==================== fwd_scoreboard
**fwd_scoreboard: routed clock nets over the placement**

The bar under the picture is 50 µm long.
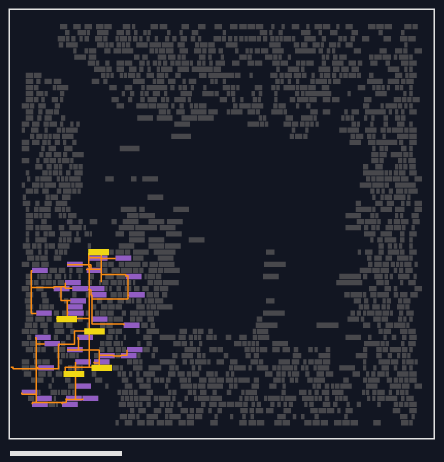

**config.mk**
```make
export PLATFORM = sky130hd
export DESIGN_NAME = fwd_scoreboard
export DESIGN_NICKNAME = d
export VERILOG_FILES = /design/src/rtl/fwd_scoreboard.sv
export SDC_FILE = /design/constraint.sdc
export NUM_CORES = 1
export LEC_CHECK = 0
export CORE_AREA = 5 5 184 186
export CTS_CLUSTER_SIZE = 14
export DETAILED_ROUTE_END_ITERATION = 6
export DIE_AREA = 0 0 189 191
export SLEW_MARGIN = 5
export SYNTH_ARGS = -nofsm -noshare
export SYNTH_HDL_FRONTEND = slang
export SYNTH_SLANG_ARGS = --single-unit
export TNS_END_PERCENT = 5
```
**constraint.sdc**
```tcl
create_clock -name clk -period 3.4 [get_ports clk]
set_input_delay 0.68 -clock clk [delete_from_list [all_inputs] [get_ports clk]]
set_output_delay 0.68 -clock clk [all_outputs]
set_load 0.01 [all_outputs]
```
**src/rtl/fwd_scoreboard.sv**
```systemverilog
// fwd_scoreboard: EX-stage operand forwarding and load-use hazard unit
//   clk, reset    : clock, synchronous active-high reset
//   ex_*          : EX-slot instruction (valid, sources, rf data, dest, load flag)
//   stage_data    : result held by the producer tracked in entry k
//   out, fwd_hit  : resolved operand per channel, and whether it was forwarded
//   stall         : hold EX and earlier this cycle (load result not yet valid)
//   stall_cnt     : saturating count of stall cycles
module fwd_scoreboard #(
    parameter int DATA_W   = 64,
    parameter int REG_W    = 5,
    parameter int NUM_SRC  = 2,
    parameter int DEPTH    = 3,
    parameter int LOAD_RDY = 1,
    parameter int ZERO_REG = 31
) (
    input  logic                        clk,
    input  logic                        reset,
    input  logic                        ex_valid,
    input  logic [NUM_SRC*REG_W-1:0]    ex_src,
    input  logic [NUM_SRC*DATA_W-1:0]   ex_src_data,
    input  logic                        ex_wr_en,
    input  logic [REG_W-1:0]            ex_dst,
    input  logic                        ex_is_load,
    input  logic [DEPTH*DATA_W-1:0]     stage_data,
    output logic [NUM_SRC*DATA_W-1:0]   out,
    output logic [NUM_SRC-1:0]          fwd_hit,
    output logic                        stall,
    output logic [15:0]                 stall_cnt
);
    localparam logic [REG_W-1:0] ZR = REG_W'(ZERO_REG);
    logic [DEPTH-1:0]       vld;
    logic [DEPTH-1:0]       ld;
    logic [DEPTH*REG_W-1:0] dst;
    logic [NUM_SRC-1:0]     nrdy;
    logic                   alloc;
    // Scan oldest to youngest so the youngest match overwrites; reset masks all matches.
    always_comb begin
        out = ex_src_data;
        fwd_hit = '0;
        nrdy = '0;
        for (int i = 0; i < NUM_SRC; i++)
            for (int k = DEPTH-1; k >= 0; k--)
                if (!reset && vld[k] && dst[k*REG_W +: REG_W] == ex_src[i*REG_W +: REG_W]
                    && ex_src[i*REG_W +: REG_W] != ZR) begin
                    nrdy[i] = ld[k] && (k < LOAD_RDY);
                    fwd_hit[i] = !nrdy[i];
                    out[i*DATA_W +: DATA_W] = nrdy[i] ? ex_src_data[i*DATA_W +: DATA_W]
                                                      : stage_data[k*DATA_W +: DATA_W];
                end
    end
    assign stall = ex_valid && (|nrdy);
    // A stalled EX slot enters the shift as a bubble; older entries keep draining.
    assign alloc = !stall && ex_valid && ex_wr_en && (ex_dst != ZR);
    always_ff @(posedge clk)
        if (reset) begin
            vld       <= '0;
            ld        <= '0;
            dst       <= '0;
            stall_cnt <= '0;
        end else begin
            vld       <= (vld << 1) | DEPTH'(alloc);
            ld        <= (ld << 1) | DEPTH'(ex_is_load);
            dst       <= (dst << REG_W) | (DEPTH*REG_W)'(ex_dst);
            stall_cnt <= stall_cnt + {15'd0, stall && (stall_cnt != 16'hFFFF)};
        end
endmodule
```
==================== sat_adder_rr_arbiter_flat
**config.mk**
```make
export PLATFORM = sky130hd
export DESIGN_NAME = sat_adder_rr_arbiter_flat
export DESIGN_NICKNAME = d
export VERILOG_FILES = /design/src/rtl/sat_adder_rr_arbiter_if.sv /design/src/rtl/sat_adder_rr_arbiter.sv /design/src/flat_wrapper.sv
export SDC_FILE = /design/constraint.sdc
export NUM_CORES = 1
export LEC_CHECK = 0
export ABC_AREA = 1
export ABC_CLOCK_PERIOD_IN_PS = 4100
export CAP_MARGIN = 15
export CORE_MARGIN = 2
export CORE_UTILIZATION = 37
export CTS_CLUSTER_DIAMETER = 80
export DETAILED_ROUTE_END_ITERATION = 16
export PLACE_DENSITY = 0.79
export SYNTH_ARGS = -nofsm -noshare
export SYNTH_HDL_FRONTEND = slang
export SYNTH_SLANG_ARGS = --single-unit
```
**constraint.sdc**
```tcl
create_clock -name clk -period 4.1 [get_ports clk]
set_clock_uncertainty 0.2 [all_clocks]
set_input_delay 0.82 -clock clk [delete_from_list [all_inputs] [get_ports clk]]
set_output_delay 0.82 -clock clk [all_outputs]
set_load 0.03 [all_outputs]
```
**src/rtl/sat_adder_rr_arbiter_if.sv**
```systemverilog
// Request/response bundle between requesters and the shared saturating adder.
// The master side drives requests; the slave side (the adder) returns results.
interface sat_adder_rr_arbiter_if #(
  parameter int WIDTH   = 32,
  parameter int NUM_REQ = 4
);
  localparam int IDW = $clog2(NUM_REQ);

  logic [NUM_REQ-1:0]       req_valid;
  logic [NUM_REQ-1:0]       req_ready;
  logic [NUM_REQ*WIDTH-1:0] req_a;
  logic [NUM_REQ*WIDTH-1:0] req_b;
  logic [NUM_REQ-1:0]       req_signed;
  logic                     rsp_valid;
  logic                     rsp_ready;
  logic [IDW-1:0]           rsp_id;
  logic [WIDTH-1:0]         rsp_result;
  logic                     rsp_po;
  logic                     rsp_no;
  logic [NUM_REQ-1:0]       ovf_clr;
  logic [NUM_REQ-1:0]       ovf_sticky;

  modport master (
    output req_valid, req_a, req_b, req_signed, rsp_ready, ovf_clr,
    input  req_ready, rsp_valid, rsp_id, rsp_result, rsp_po, rsp_no, ovf_sticky
  );

  modport slave (
    input  req_valid, req_a, req_b, req_signed, rsp_ready, ovf_clr,
    output req_ready, rsp_valid, rsp_id, rsp_result, rsp_po, rsp_no, ovf_sticky
  );
endinterface

```
**src/rtl/sat_adder_rr_arbiter.sv**
```systemverilog
// Round-robin shared saturating adder with one registered response stage
// and a sticky overflow flag per requester.
module sat_adder_rr_arbiter #(
  parameter int WIDTH   = 32,
  parameter int NUM_REQ = 4
) (
  input logic                  clk,
  input logic                  rst_n,
  sat_adder_rr_arbiter_if.slave bus
);
  localparam int IDW = $clog2(NUM_REQ);

  logic [IDW-1:0]         ptr_q, ptr_d;
  logic [IDW-1:0]         win_idx;
  logic [IDW:0]           cand;
  logic                   win_found, can_accept, accept;
  logic [2*NUM_REQ-1:0]   valid_dbl;
  logic [NUM_REQ-1:0]     valid_rot, grant;
  logic [WIDTH-1:0]       a_sel, b_sel, res_w;
  logic                   sgn_sel, po_w, no_w;
  logic [WIDTH:0]         sum_w;

  logic                   rsp_valid_q;
  logic [IDW-1:0]         rsp_id_q;
  logic [WIDTH-1:0]       rsp_result_q;
  logic                   rsp_po_q, rsp_no_q;
  logic [NUM_REQ-1:0]     sticky_q, sticky_d;

  // Rotate valids so bit 0 is the pointer; the lowest set bit wins.
  always_comb begin
    valid_dbl = {bus.req_valid, bus.req_valid};
    valid_rot = valid_dbl[ptr_q +: NUM_REQ];
    win_found = |bus.req_valid;
    win_idx   = '0;
    cand      = '0;
    for (int k = NUM_REQ - 1; k >= 0; k--) begin
      if (valid_rot[k]) begin
        cand = {1'b0, ptr_q} + (IDW+1)'(k);
        if (cand >= (IDW+1)'(NUM_REQ)) cand = cand - (IDW+1)'(NUM_REQ);
        win_idx = cand[IDW-1:0];
      end
    end
  end

  assign can_accept = !rsp_valid_q || bus.rsp_ready;
  assign accept     = win_found && can_accept;
  assign grant      = NUM_REQ'(1) << win_idx;
  assign bus.req_ready = accept ? grant : '0;
  assign ptr_d = (win_idx == IDW'(NUM_REQ - 1)) ? '0 : win_idx + IDW'(1);

  always_comb begin
    a_sel   = '0;
    b_sel   = '0;
    sgn_sel = 1'b0;
    for (int k = 0; k < NUM_REQ; k++) begin
      if (win_idx == IDW'(k)) begin
        a_sel   = bus.req_a[k*WIDTH +: WIDTH];
        b_sel   = bus.req_b[k*WIDTH +: WIDTH];
        sgn_sel = bus.req_signed[k];
      end
    end
  end

  always_comb begin
    sum_w = {1'b0, a_sel} + {1'b0, b_sel};
    po_w  = 1'b0;
    no_w  = 1'b0;
    res_w = sum_w[WIDTH-1:0];
    if (sgn_sel) begin
      po_w = !a_sel[WIDTH-1] && !b_sel[WIDTH-1] &&  sum_w[WIDTH-1];
      no_w =  a_sel[WIDTH-1] &&  b_sel[WIDTH-1] && !sum_w[WIDTH-1];
      if (po_w) res_w = {1'b0, {(WIDTH-1){1'b1}}};
      if (no_w) res_w = {1'b1, {(WIDTH-1){1'b0}}};
    end else begin
      po_w = sum_w[WIDTH];
      if (po_w) res_w = '1;
    end
  end

  // A set from this cycle's overflow overrides a same-cycle clear.
  assign sticky_d = (sticky_q & ~bus.ovf_clr) | ((accept && (po_w || no_w)) ? grant : '0);

  always_ff @(posedge clk or negedge rst_n) begin
    if (!rst_n) begin
      ptr_q        <= '0;
      rsp_valid_q  <= 1'b0;
      rsp_id_q     <= '0;
      rsp_result_q <= '0;
      rsp_po_q     <= 1'b0;
      rsp_no_q     <= 1'b0;
      sticky_q     <= '0;
    end else begin
      sticky_q <= sticky_d;
      if (accept) begin
        ptr_q        <= ptr_d;
        rsp_valid_q  <= 1'b1;
        rsp_id_q     <= win_idx;
        rsp_result_q <= res_w;
        rsp_po_q     <= po_w;
        rsp_no_q     <= no_w;
      end else if (bus.rsp_ready) begin
        rsp_valid_q  <= 1'b0;
      end
    end
  end

  assign bus.rsp_valid  = rsp_valid_q;
  assign bus.rsp_id     = rsp_id_q;
  assign bus.rsp_result = rsp_result_q;
  assign bus.rsp_po     = rsp_po_q;
  assign bus.rsp_no     = rsp_no_q;
  assign bus.ovf_sticky = sticky_q;
endmodule

```
**src/flat_wrapper.sv**
```systemverilog
// flat-port wrapper written by rule: the top's interface ports become plain ports
module sat_adder_rr_arbiter_flat 
#(
  parameter int WIDTH   = 32,
  parameter int NUM_REQ = 4
)
  (clk, rst_n, bus_req_valid, bus_req_a, bus_req_b, bus_req_signed, bus_rsp_ready, bus_ovf_clr, bus_req_ready, bus_rsp_valid, bus_rsp_id, bus_rsp_result, bus_rsp_po, bus_rsp_no, bus_ovf_sticky);
  sat_adder_rr_arbiter_if #(.WIDTH(WIDTH), .NUM_REQ(NUM_REQ)) bus_i ();
  input logic clk;
  input logic rst_n;
  input wire logic [$bits(bus_i.req_valid)-1:0] bus_req_valid;
  input wire logic [$bits(bus_i.req_a)-1:0] bus_req_a;
  input wire logic [$bits(bus_i.req_b)-1:0] bus_req_b;
  input wire logic [$bits(bus_i.req_signed)-1:0] bus_req_signed;
  input wire logic [$bits(bus_i.rsp_ready)-1:0] bus_rsp_ready;
  input wire logic [$bits(bus_i.ovf_clr)-1:0] bus_ovf_clr;
  output wire logic [$bits(bus_i.req_ready)-1:0] bus_req_ready;
  output wire logic [$bits(bus_i.rsp_valid)-1:0] bus_rsp_valid;
  output wire logic [$bits(bus_i.rsp_id)-1:0] bus_rsp_id;
  output wire logic [$bits(bus_i.rsp_result)-1:0] bus_rsp_result;
  output wire logic [$bits(bus_i.rsp_po)-1:0] bus_rsp_po;
  output wire logic [$bits(bus_i.rsp_no)-1:0] bus_rsp_no;
  output wire logic [$bits(bus_i.ovf_sticky)-1:0] bus_ovf_sticky;
  assign bus_i.req_valid = bus_req_valid;
  assign bus_i.req_a = bus_req_a;
  assign bus_i.req_b = bus_req_b;
  assign bus_i.req_signed = bus_req_signed;
  assign bus_i.rsp_ready = bus_rsp_ready;
  assign bus_i.ovf_clr = bus_ovf_clr;
  assign bus_req_ready = bus_i.req_ready;
  assign bus_rsp_valid = bus_i.rsp_valid;
  assign bus_rsp_id = bus_i.rsp_id;
  assign bus_rsp_result = bus_i.rsp_result;
  assign bus_rsp_po = bus_i.rsp_po;
  assign bus_rsp_no = bus_i.rsp_no;
  assign bus_ovf_sticky = bus_i.ovf_sticky;
  sat_adder_rr_arbiter #(.WIDTH(WIDTH), .NUM_REQ(NUM_REQ)) u_core (.clk(clk), .rst_n(rst_n), .bus(bus_i));
endmodule
```
==================== relu_maxpool_stream
$ cat config.mk
export PLATFORM = sky130hd
export DESIGN_NAME = relu_maxpool_stream
export DESIGN_NICKNAME = d
export VERILOG_FILES = /design/src/rtl/relu_maxpool_stream.sv
export SDC_FILE = /design/constraint.sdc
export NUM_CORES = 1
export LEC_CHECK = 0
export CAP_MARGIN = 10
export CORE_ASPECT_RATIO = 2
export CORE_MARGIN = 8
export CORE_UTILIZATION = 48
export DETAILED_ROUTE_END_ITERATION = 7
export PLACE_DENSITY = 0.67
export SLEW_MARGIN = 20
export SYNTH_ARGS = -nofsm -noshare
export SYNTH_HDL_FRONTEND = slang
export SYNTH_SLANG_ARGS = --single-unit
$ cat constraint.sdc
create_clock -name clk -period 12.3 [get_ports clk]
set_clock_uncertainty 0.2 [all_clocks]
set_input_delay 2.46 -clock clk [delete_from_list [all_inputs] [get_ports clk]]
set_output_delay 2.46 -clock clk [all_outputs]
set_load 0.01 [all_outputs]
$ cat src/rtl/relu_maxpool_stream.sv
// relu_maxpool_stream
//   Streaming ReLU followed by 2x2 / stride-2 max-pool over a 2-channel
//   raster-ordered feature map. Both channels travel together on each beat.
//   Storage is one hold register per channel, which carries the even-column
//   pixel, and one half-width line buffer per channel, which carries the
//   even-row pair maxima. No full frame is ever stored.
//
// Ports
//   clk        single clock, rising edge
//   rst_n      synchronous active-low reset
//   in_valid   input beat valid
//   in_ready   stage can accept a beat (= !out_valid || out_ready)
//   in_data0   channel-0 pixel, signed
//   in_data1   channel-1 pixel, signed
//   out_valid  pooled beat valid
//   out_ready  consumer accepts pooled beat
//   out_data0  channel-0 pooled value (>= 0)
//   out_data1  channel-1 pooled value (>= 0)
//   out_last   final pooled beat of the frame
module relu_maxpool_stream #(
  parameter int BITWIDTH = 16,
  parameter int IN_ROWS  = 10,
  parameter int IN_COLS  = 10
) (
  input  logic                       clk,
  input  logic                       rst_n,
  input  logic                       in_valid,
  output logic                       in_ready,
  input  logic signed [BITWIDTH-1:0] in_data0,
  input  logic signed [BITWIDTH-1:0] in_data1,
  output logic                       out_valid,
  input  logic                       out_ready,
  output logic signed [BITWIDTH-1:0] out_data0,
  output logic signed [BITWIDTH-1:0] out_data1,
  output logic                       out_last
);

  localparam int HALF = IN_COLS / 2;
  localparam int RW   = (IN_ROWS > 1) ? $clog2(IN_ROWS) : 1;
  localparam int CW   = (IN_COLS > 1) ? $clog2(IN_COLS) : 1;
  localparam int LW   = (HALF > 1) ? $clog2(HALF) : 1;

  logic [RW-1:0] row;
  logic [CW-1:0] col;
  logic [LW-1:0] lb_idx;
  logic          in_xfer;
  logic          out_xfer;
  logic          last_col;
  logic          last_row;

  logic signed [BITWIDTH-1:0] h0, h1;
  logic signed [BITWIDTH-1:0] r0, r1;
  logic signed [BITWIDTH-1:0] hm0, hm1;
  logic signed [BITWIDTH-1:0] lb0_rd, lb1_rd;
  logic signed [BITWIDTH-1:0] pm0, pm1;

  // Line buffers hold max of each horizontal pair from the even row,
  // indexed by pooled column. No reset: every entry is written on the
  // even row before the odd row reads it.
  logic signed [BITWIDTH-1:0] linebuf0 [HALF];
  logic signed [BITWIDTH-1:0] linebuf1 [HALF];

  assign in_ready = !out_valid || out_ready;
  assign in_xfer  = in_valid && in_ready;
  assign out_xfer = out_valid && out_ready;
  assign last_col = (col == CW'(IN_COLS - 1));
  assign last_row = (row == RW'(IN_ROWS - 1));
  assign lb_idx   = LW'(col >> 1);
  assign lb0_rd   = linebuf0[lb_idx];
  assign lb1_rd   = linebuf1[lb_idx];

  // ReLU, then signed max. After ReLU every operand is >= 0, so the
  // comparisons can never see a wrapped value and no widening is needed.
  always_comb begin
    r0  = in_data0[BITWIDTH-1] ? '0 : in_data0;
    r1  = in_data1[BITWIDTH-1] ? '0 : in_data1;
    hm0 = (h0 > r0) ? h0 : r0;
    hm1 = (h1 > r1) ? h1 : r1;
    pm0 = (lb0_rd > hm0) ? lb0_rd : hm0;
    pm1 = (lb1_rd > hm1) ? lb1_rd : hm1;
  end

  always_ff @(posedge clk) begin
    if (!rst_n) begin
      row       <= '0;
      col       <= '0;
      h0        <= '0;
      h1        <= '0;
      out_valid <= 1'b0;
      out_data0 <= '0;
      out_data1 <= '0;
      out_last  <= 1'b0;
    end else begin
      // Drain first; a reload in the same cycle overrides it below.
      if (out_xfer) begin
        out_valid <= 1'b0;
      end
      if (in_xfer) begin
        if (last_col) begin
          col <= '0;
          row <= last_row ? '0 : row + 1'b1;
        end else begin
          col <= col + 1'b1;
        end

        if (!col[0]) begin
          h0 <= r0;
          h1 <= r1;
        end else if (row[0]) begin
          out_data0 <= pm0;
          out_data1 <= pm1;
          out_valid <= 1'b1;
          out_last  <= last_row && last_col;
        end
      end
    end
  end

  always_ff @(posedge clk) begin
    if (rst_n && in_xfer && col[0] && !row[0]) begin
      linebuf0[lb_idx] <= hm0;
      linebuf1[lb_idx] <= hm1;
    end
  end

endmodule

**sat_adder_rr_arbiter_flat: cell outlines without signal wires**

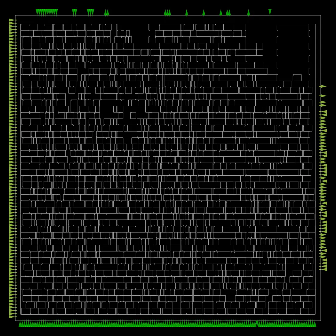
CORE AREA: 15890 µm²
Final Non-Filler Cells: 1721
row cnt: 46
flop share of the area: 0.08796
Core Util, Final: 0.7710

**sat_adder_rr_arbiter_flat: routed clock nets over the placement**

The bar under the picture is 50 µm long.
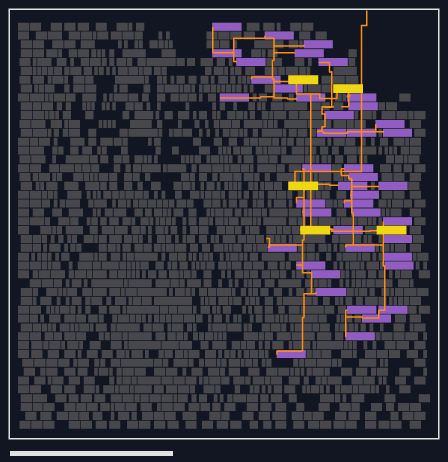
[clock-net drivers] yellow | count: 5
[clock wires] orange | length: 569 µm
[flip-flops] purple | count: 43
routed clock nets	6

==> changes_impl.md, sat_adder_rr_arbiter_flat <==
## Flow update

* Outcome: complete, but fails checks
* Failing checks: negative setup slack
* Area-dominant class: buffers
* Setup crit end: u_core.bus.rsp_result[7]
* Slowest cell on the critical path: ha_1
* Yosys aoi share at 0.2885
* Detailed-route DRC error count at 0
* Die Area at 17320 µm²
* Worst setup margin at -0.5837 ns
* Clock buffer depth at 2
* CTS buffer count at 5
* Final Setup Violations at 38
* Top logic family: simple AND/OR/NAND/NOR gates
* Fmax at ~210 MHz
* Crit path DAT at 4.65 ns
* GRT met3 Usage at 0.04900
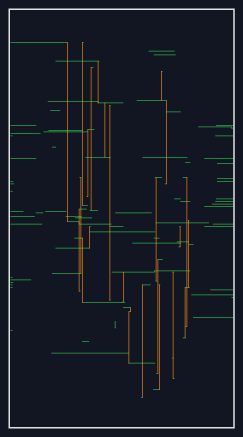
**Above:** relu_maxpool_stream (wiring by layer).
Only two layers are drawn.
layer	color	wire length
M3	green	940 µm
M4	orange	1150 µm

==> changes_impl.md, relu_maxpool_stream <==
## Flow update

* Logic area at 4013 µm²
* Worst path depth at 18
* Buffering overhead at 0.06413
* Crit path kind: in2reg
* Worst hold path type: reg2reg
* Routed vias at 6574
* Largest registers: linebuf0 (75), linebuf1 (75)
* Fin. max-slew vios at 0
* Worst-path clk slew at 0.06 ns
* Mapped Cells at between 800 and 900
* Number of synthesized flops with an enable pin at 150
* Commonest Layout Cell: edfxtp_1
* FP Util at 0.4874
* Met1 usage at 0.1811
* Sequential cell area at 5967 µm²
* Mux area share at 0.1253
* IO buf count at 68
* DR pass1 iterations at 4
* Layout clock buffers at 26
* CP Cell Sequence: clkdlybuf4s50_1 -> and2b_1 -> inv_1 -> ha_1 -> nand4_1 -> nor4_2 -> a21oi_1 -> a32oi_2 -> buf_4 -> mux2i_1 -> ha_1 -> and3_1 -> a221o_1 -> a31oi_1 -> nor4b_4 -> nor3_2 -> a22oi_1 -> o21ai_0
* Outcome: finished, final reports clean
* Adder Area Share at 0.07199
* Clk sinks at 223
* Min Clock Period, post-route at 7.758 ns
* Fmax at 128.9 MHz
* Slew @ Worst Pin at ~1.1 ns
* Grt met2 use at 0.3797
* Crit path DAT at 7.91 ns
* Synthesis area per yosys at 10430 µm²
* GRT overflow at 0
* Drt via density at 5.624
* Root buffer cell: clkbuf_16
* Fin nets at roughly 980
* Initial antenna violation count at 0
* Yosys aoi share at 0.08975
**fwd_scoreboard: supply network**

The bar under the picture is 50 µm long. Pins as bars on the die edge.
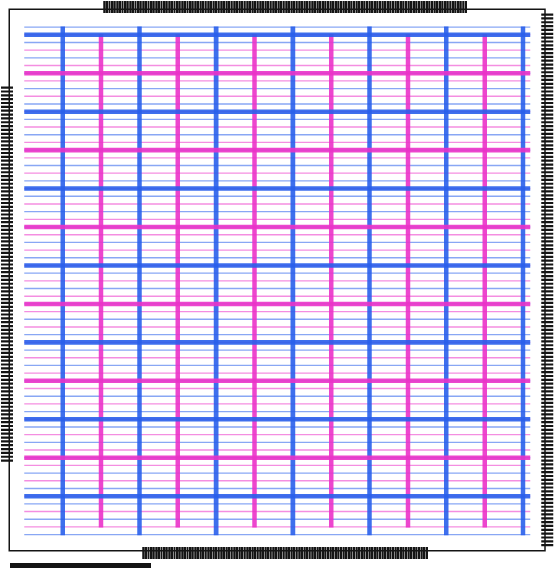
net	color
VDD	magenta
VSS	blue
signal pins	487
rows	66
met4 straps	13

Notes on 'routed clock nets over the placement' of fwd_scoreboard above:
[clock-net drivers] yellow | count: 5
[clock wires] orange | length: 452 µm
[flip-flops] purple | count: 35
routed clock nets	6

==> changes_impl.md, fwd_scoreboard <==
## Flow update

* Outcome: finished, final reports clean
* Row cnt at 66
* # IOs at 487
* Clk sinks at 35
* Biggest area cells: o22ai_1 12%, a221oi_2 12%, a221oi_1 11%
* Fin nets at around 1800
* Fin crit share at 0.9904
* R2R Path Start: dst[0]
* # Cells Yosys at 932
* Grt met2 use at 0.3826
* Simple-gate share of the synthesized area at 0.1957
* CP max FO at 8
* Met3 Wirelength at 3950 µm
* Sequential cell area at 704.4 µm²
* OpenROAD warning count at 29

==================== mem_access_ctrl
`config.mk`:
```
export PLATFORM = sky130hd
export DESIGN_NAME = mem_access_ctrl
export DESIGN_NICKNAME = d
export VERILOG_FILES = /design/src/rtl/mem_access_ctrl.sv
export SDC_FILE = /design/constraint.sdc
export NUM_CORES = 1
export LEC_CHECK = 0
export ABC_AREA = 0
export CAP_MARGIN = 5
export CORE_MARGIN = 5
export CORE_UTILIZATION = 41
export DETAILED_ROUTE_END_ITERATION = 10
export GPL_TIMING_DRIVEN = 0
export HOLD_SLACK_MARGIN = 0.06
export PLACE_DENSITY = 0.94
export SKIP_CTS_REPAIR_TIMING = 1
export SLEW_MARGIN = 25
export SYNTH_ARGS = -nofsm -noshare
export SYNTH_HDL_FRONTEND = slang
export SYNTH_SLANG_ARGS = --single-unit
```
`constraint.sdc`:
```
create_clock -name clk -period 2.5 [get_ports clk]
set_input_delay 0.5 -clock clk [delete_from_list [all_inputs] [get_ports clk]]
set_output_delay 0.5 -clock clk [all_outputs]
set_load 0.01 [all_outputs]
```
`src/rtl/mem_access_ctrl.sv`:
```
// mem_access_ctrl: runs one read or write request at a time against a synchronous single-port RAM.
// Define MEM_ACCESS_CTRL_BOUNDS_CHK_EN to reject requests with req_addr >= M (rsp_err=1, no RAM access).
module mem_access_ctrl #(
    parameter int N = 8,
    parameter int M = 32,
    localparam int AddrSz = $clog2(M)
) (
    input  logic              clk,
    input  logic              n_reset,
    input  logic              req_valid,
    output logic              req_ready,
    input  logic              req_we,
    input  logic [AddrSz-1:0] req_addr,
    input  logic [N-1:0]      req_wdata,
    output logic              rsp_valid,
    input  logic              rsp_ready,
    output logic [N-1:0]      rsp_rdata,
    output logic              rsp_err,
    output logic [AddrSz-1:0] ram_addr,
    output logic [N-1:0]      ram_w_data,
    output logic              ram_w_en,
    input  logic [N-1:0]      ram_r_data
);

    typedef enum logic [2:0] {IDLE, WR, RD, CAP, RESP} state_t;

    state_t            state;
    state_t            next_state;
    logic [AddrSz-1:0] addr_q;
    logic [N-1:0]      wdata_q;
    logic [N-1:0]      rdata_q;
    logic              accept;
    logic              bad_addr;

    assign accept = req_valid && req_ready;

`ifdef MEM_ACCESS_CTRL_BOUNDS_CHK_EN
    localparam logic [AddrSz:0] Limit = M[AddrSz:0];
    logic err_q;

    assign bad_addr = ({1'b0, req_addr} >= Limit);
    assign rsp_err  = err_q;

    always_ff @(posedge clk or negedge n_reset) begin
        if (!n_reset) begin
            err_q <= 1'b0;
        end else if (accept) begin
            err_q <= bad_addr;
        end
    end
`else
    assign bad_addr = 1'b0;
    assign rsp_err  = 1'b0;
`endif

    // Rejected addresses never reach addr_q, so the RAM address holds its previous value.
    always_ff @(posedge clk or negedge n_reset) begin
        if (!n_reset) begin
            state   <= IDLE;
            addr_q  <= '0;
            wdata_q <= '0;
            rdata_q <= '0;
        end else begin
            state <= next_state;
            if (accept) begin
                rdata_q <= '0;
                if (!bad_addr) begin
                    addr_q  <= req_addr;
                    wdata_q <= req_wdata;
                end
            end else if (state == CAP) begin
                rdata_q <= ram_r_data;
            end
        end
    end

    always_comb begin
        next_state = state;
        req_ready  = 1'b0;
        rsp_valid  = 1'b0;
        ram_w_en   = 1'b0;
        case (state)
            IDLE: begin
                req_ready = n_reset;
                if (req_valid && n_reset) begin
                    if (bad_addr) begin
                        next_state = RESP;
                    end else if (req_we) begin
                        next_state = WR;
                    end else begin
                        next_state = RD;
                    end
                end
            end
            WR: begin
                ram_w_en   = 1'b1;
                next_state = RESP;
            end
            RD:  next_state = CAP;
            CAP: next_state = RESP;
            RESP: begin
                rsp_valid = 1'b1;
                if (rsp_ready) begin
                    next_state = IDLE;
                end
            end
            default: next_state = IDLE;
        endcase
    end

    assign ram_addr   = addr_q;
    assign ram_w_data = wdata_q;
    assign rsp_rdata  = rdata_q;

endmodule

```
**mem_access_ctrl: supply network**

The bar under the picture is 20 µm long. Pins as bars on the die edge.
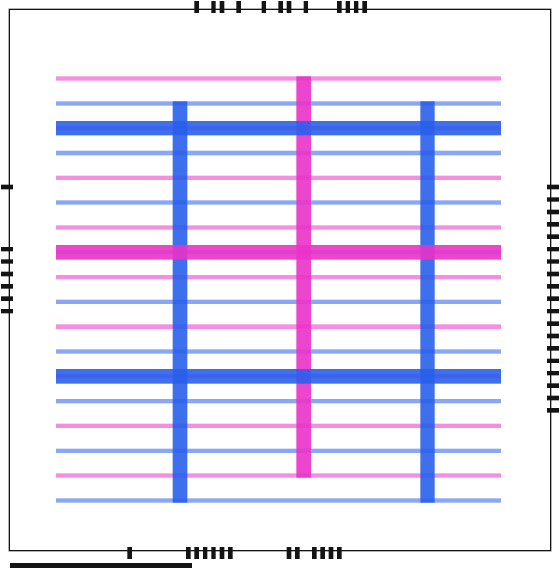
net	color
VSS	blue
VDD	magenta
met4 straps	3
signal pins	51

**mem_access_ctrl: cells colored by class**

The bar under the picture is 20 µm long.
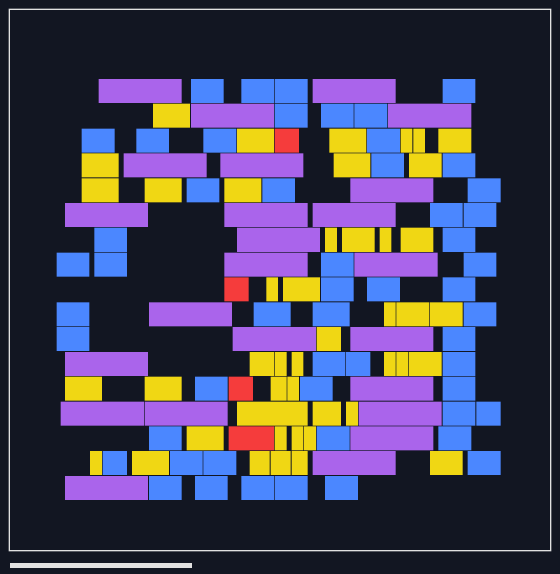
class	color	cells
clock drivers and dummy loads	red	4
sequential cells	purple	24
remaining buffers and delay cells	blue	53
remaining logic cells	yellow	45

**mem_access_ctrl: routed clock nets over the placement**

The bar under the picture is 20 µm long.
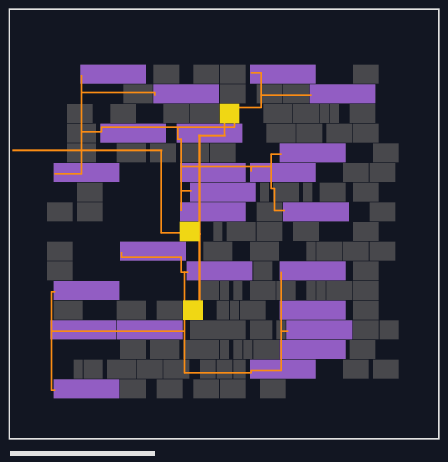
[flip-flops] purple | count: 24
[clock wires] orange | length: 261 µm
[clock-net drivers] yellow | count: 3
routed clock nets	4

==> changes_impl.md <==
## Flow update

* DR pass1 iterations at 2
* Clk sinks at 24
* IO buf count at 49
* Seq pwr at around 710 µW
* CP Launch Type: flop
* Post-synth top area cell: dfrtp_1
* GRT met3 Usage at 0.03704
* Count leader, synth: dfrtp_1
* Worst-path clk slew at 0.13 ns
* CP max FO at 7
* Fin nets at 153
* Latest clock arrival within the worst-skew pair at 0.31 ns
* Top pwr grp: combinational cells
* Clock power frac at 0.114
* DR top layer: met4
* GRT busiest layer: met2
* Setup crit end: req_ready
* Routed vias at approximately 740
* Flop share of the area at 0.3871
* Drt via density at 4.805
* Bufs and invs on worst path at 1
* Outcome: finished, final reports clean
* Wl on met1 at around 880 µm
* Syn Std Cell Area at roughly 990 µm²
* XOR/XNOR Fraction of Synth Area at 0
* Area-dominant class: registers
* Root buffer cell: clkbuf_4
* Internal reg-to-reg setup slack at 0.94 ns
* ClkCell Share at 0.02339
* Crit path DAT at 1.74 ns
* Average footprint of a synthesized cell at 13.59 µm²
* Biggest area cells: dfrtp_1 61%, mux2_2 15%, mux2i_1 8.1%
* Area grow syn2layout at 56.37%
* Core Util, Final at 0.6881
* PwrDens at 1129 nW/µm²


==> screenshots <==
Cell outlines without signal wires.
Plate I
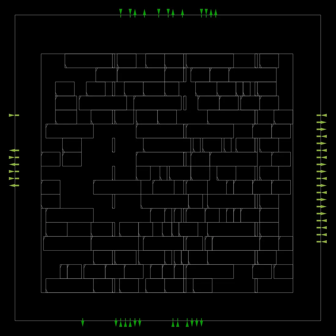
Plate II
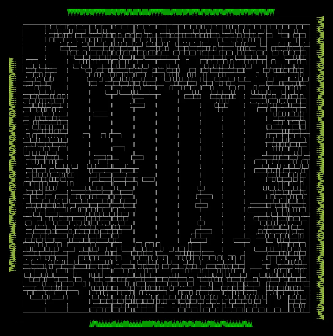
Plate III
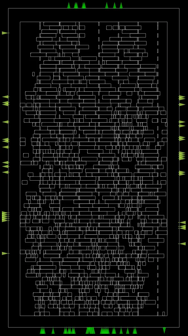
Of these, lowest utilization: Plate II
Of these, most sequential cells: Plate III
- Plate II = fwd_scoreboard
- Plate I = mem_access_ctrl
- Plate III = relu_maxpool_stream

Power and IR drop assume default switching activity.
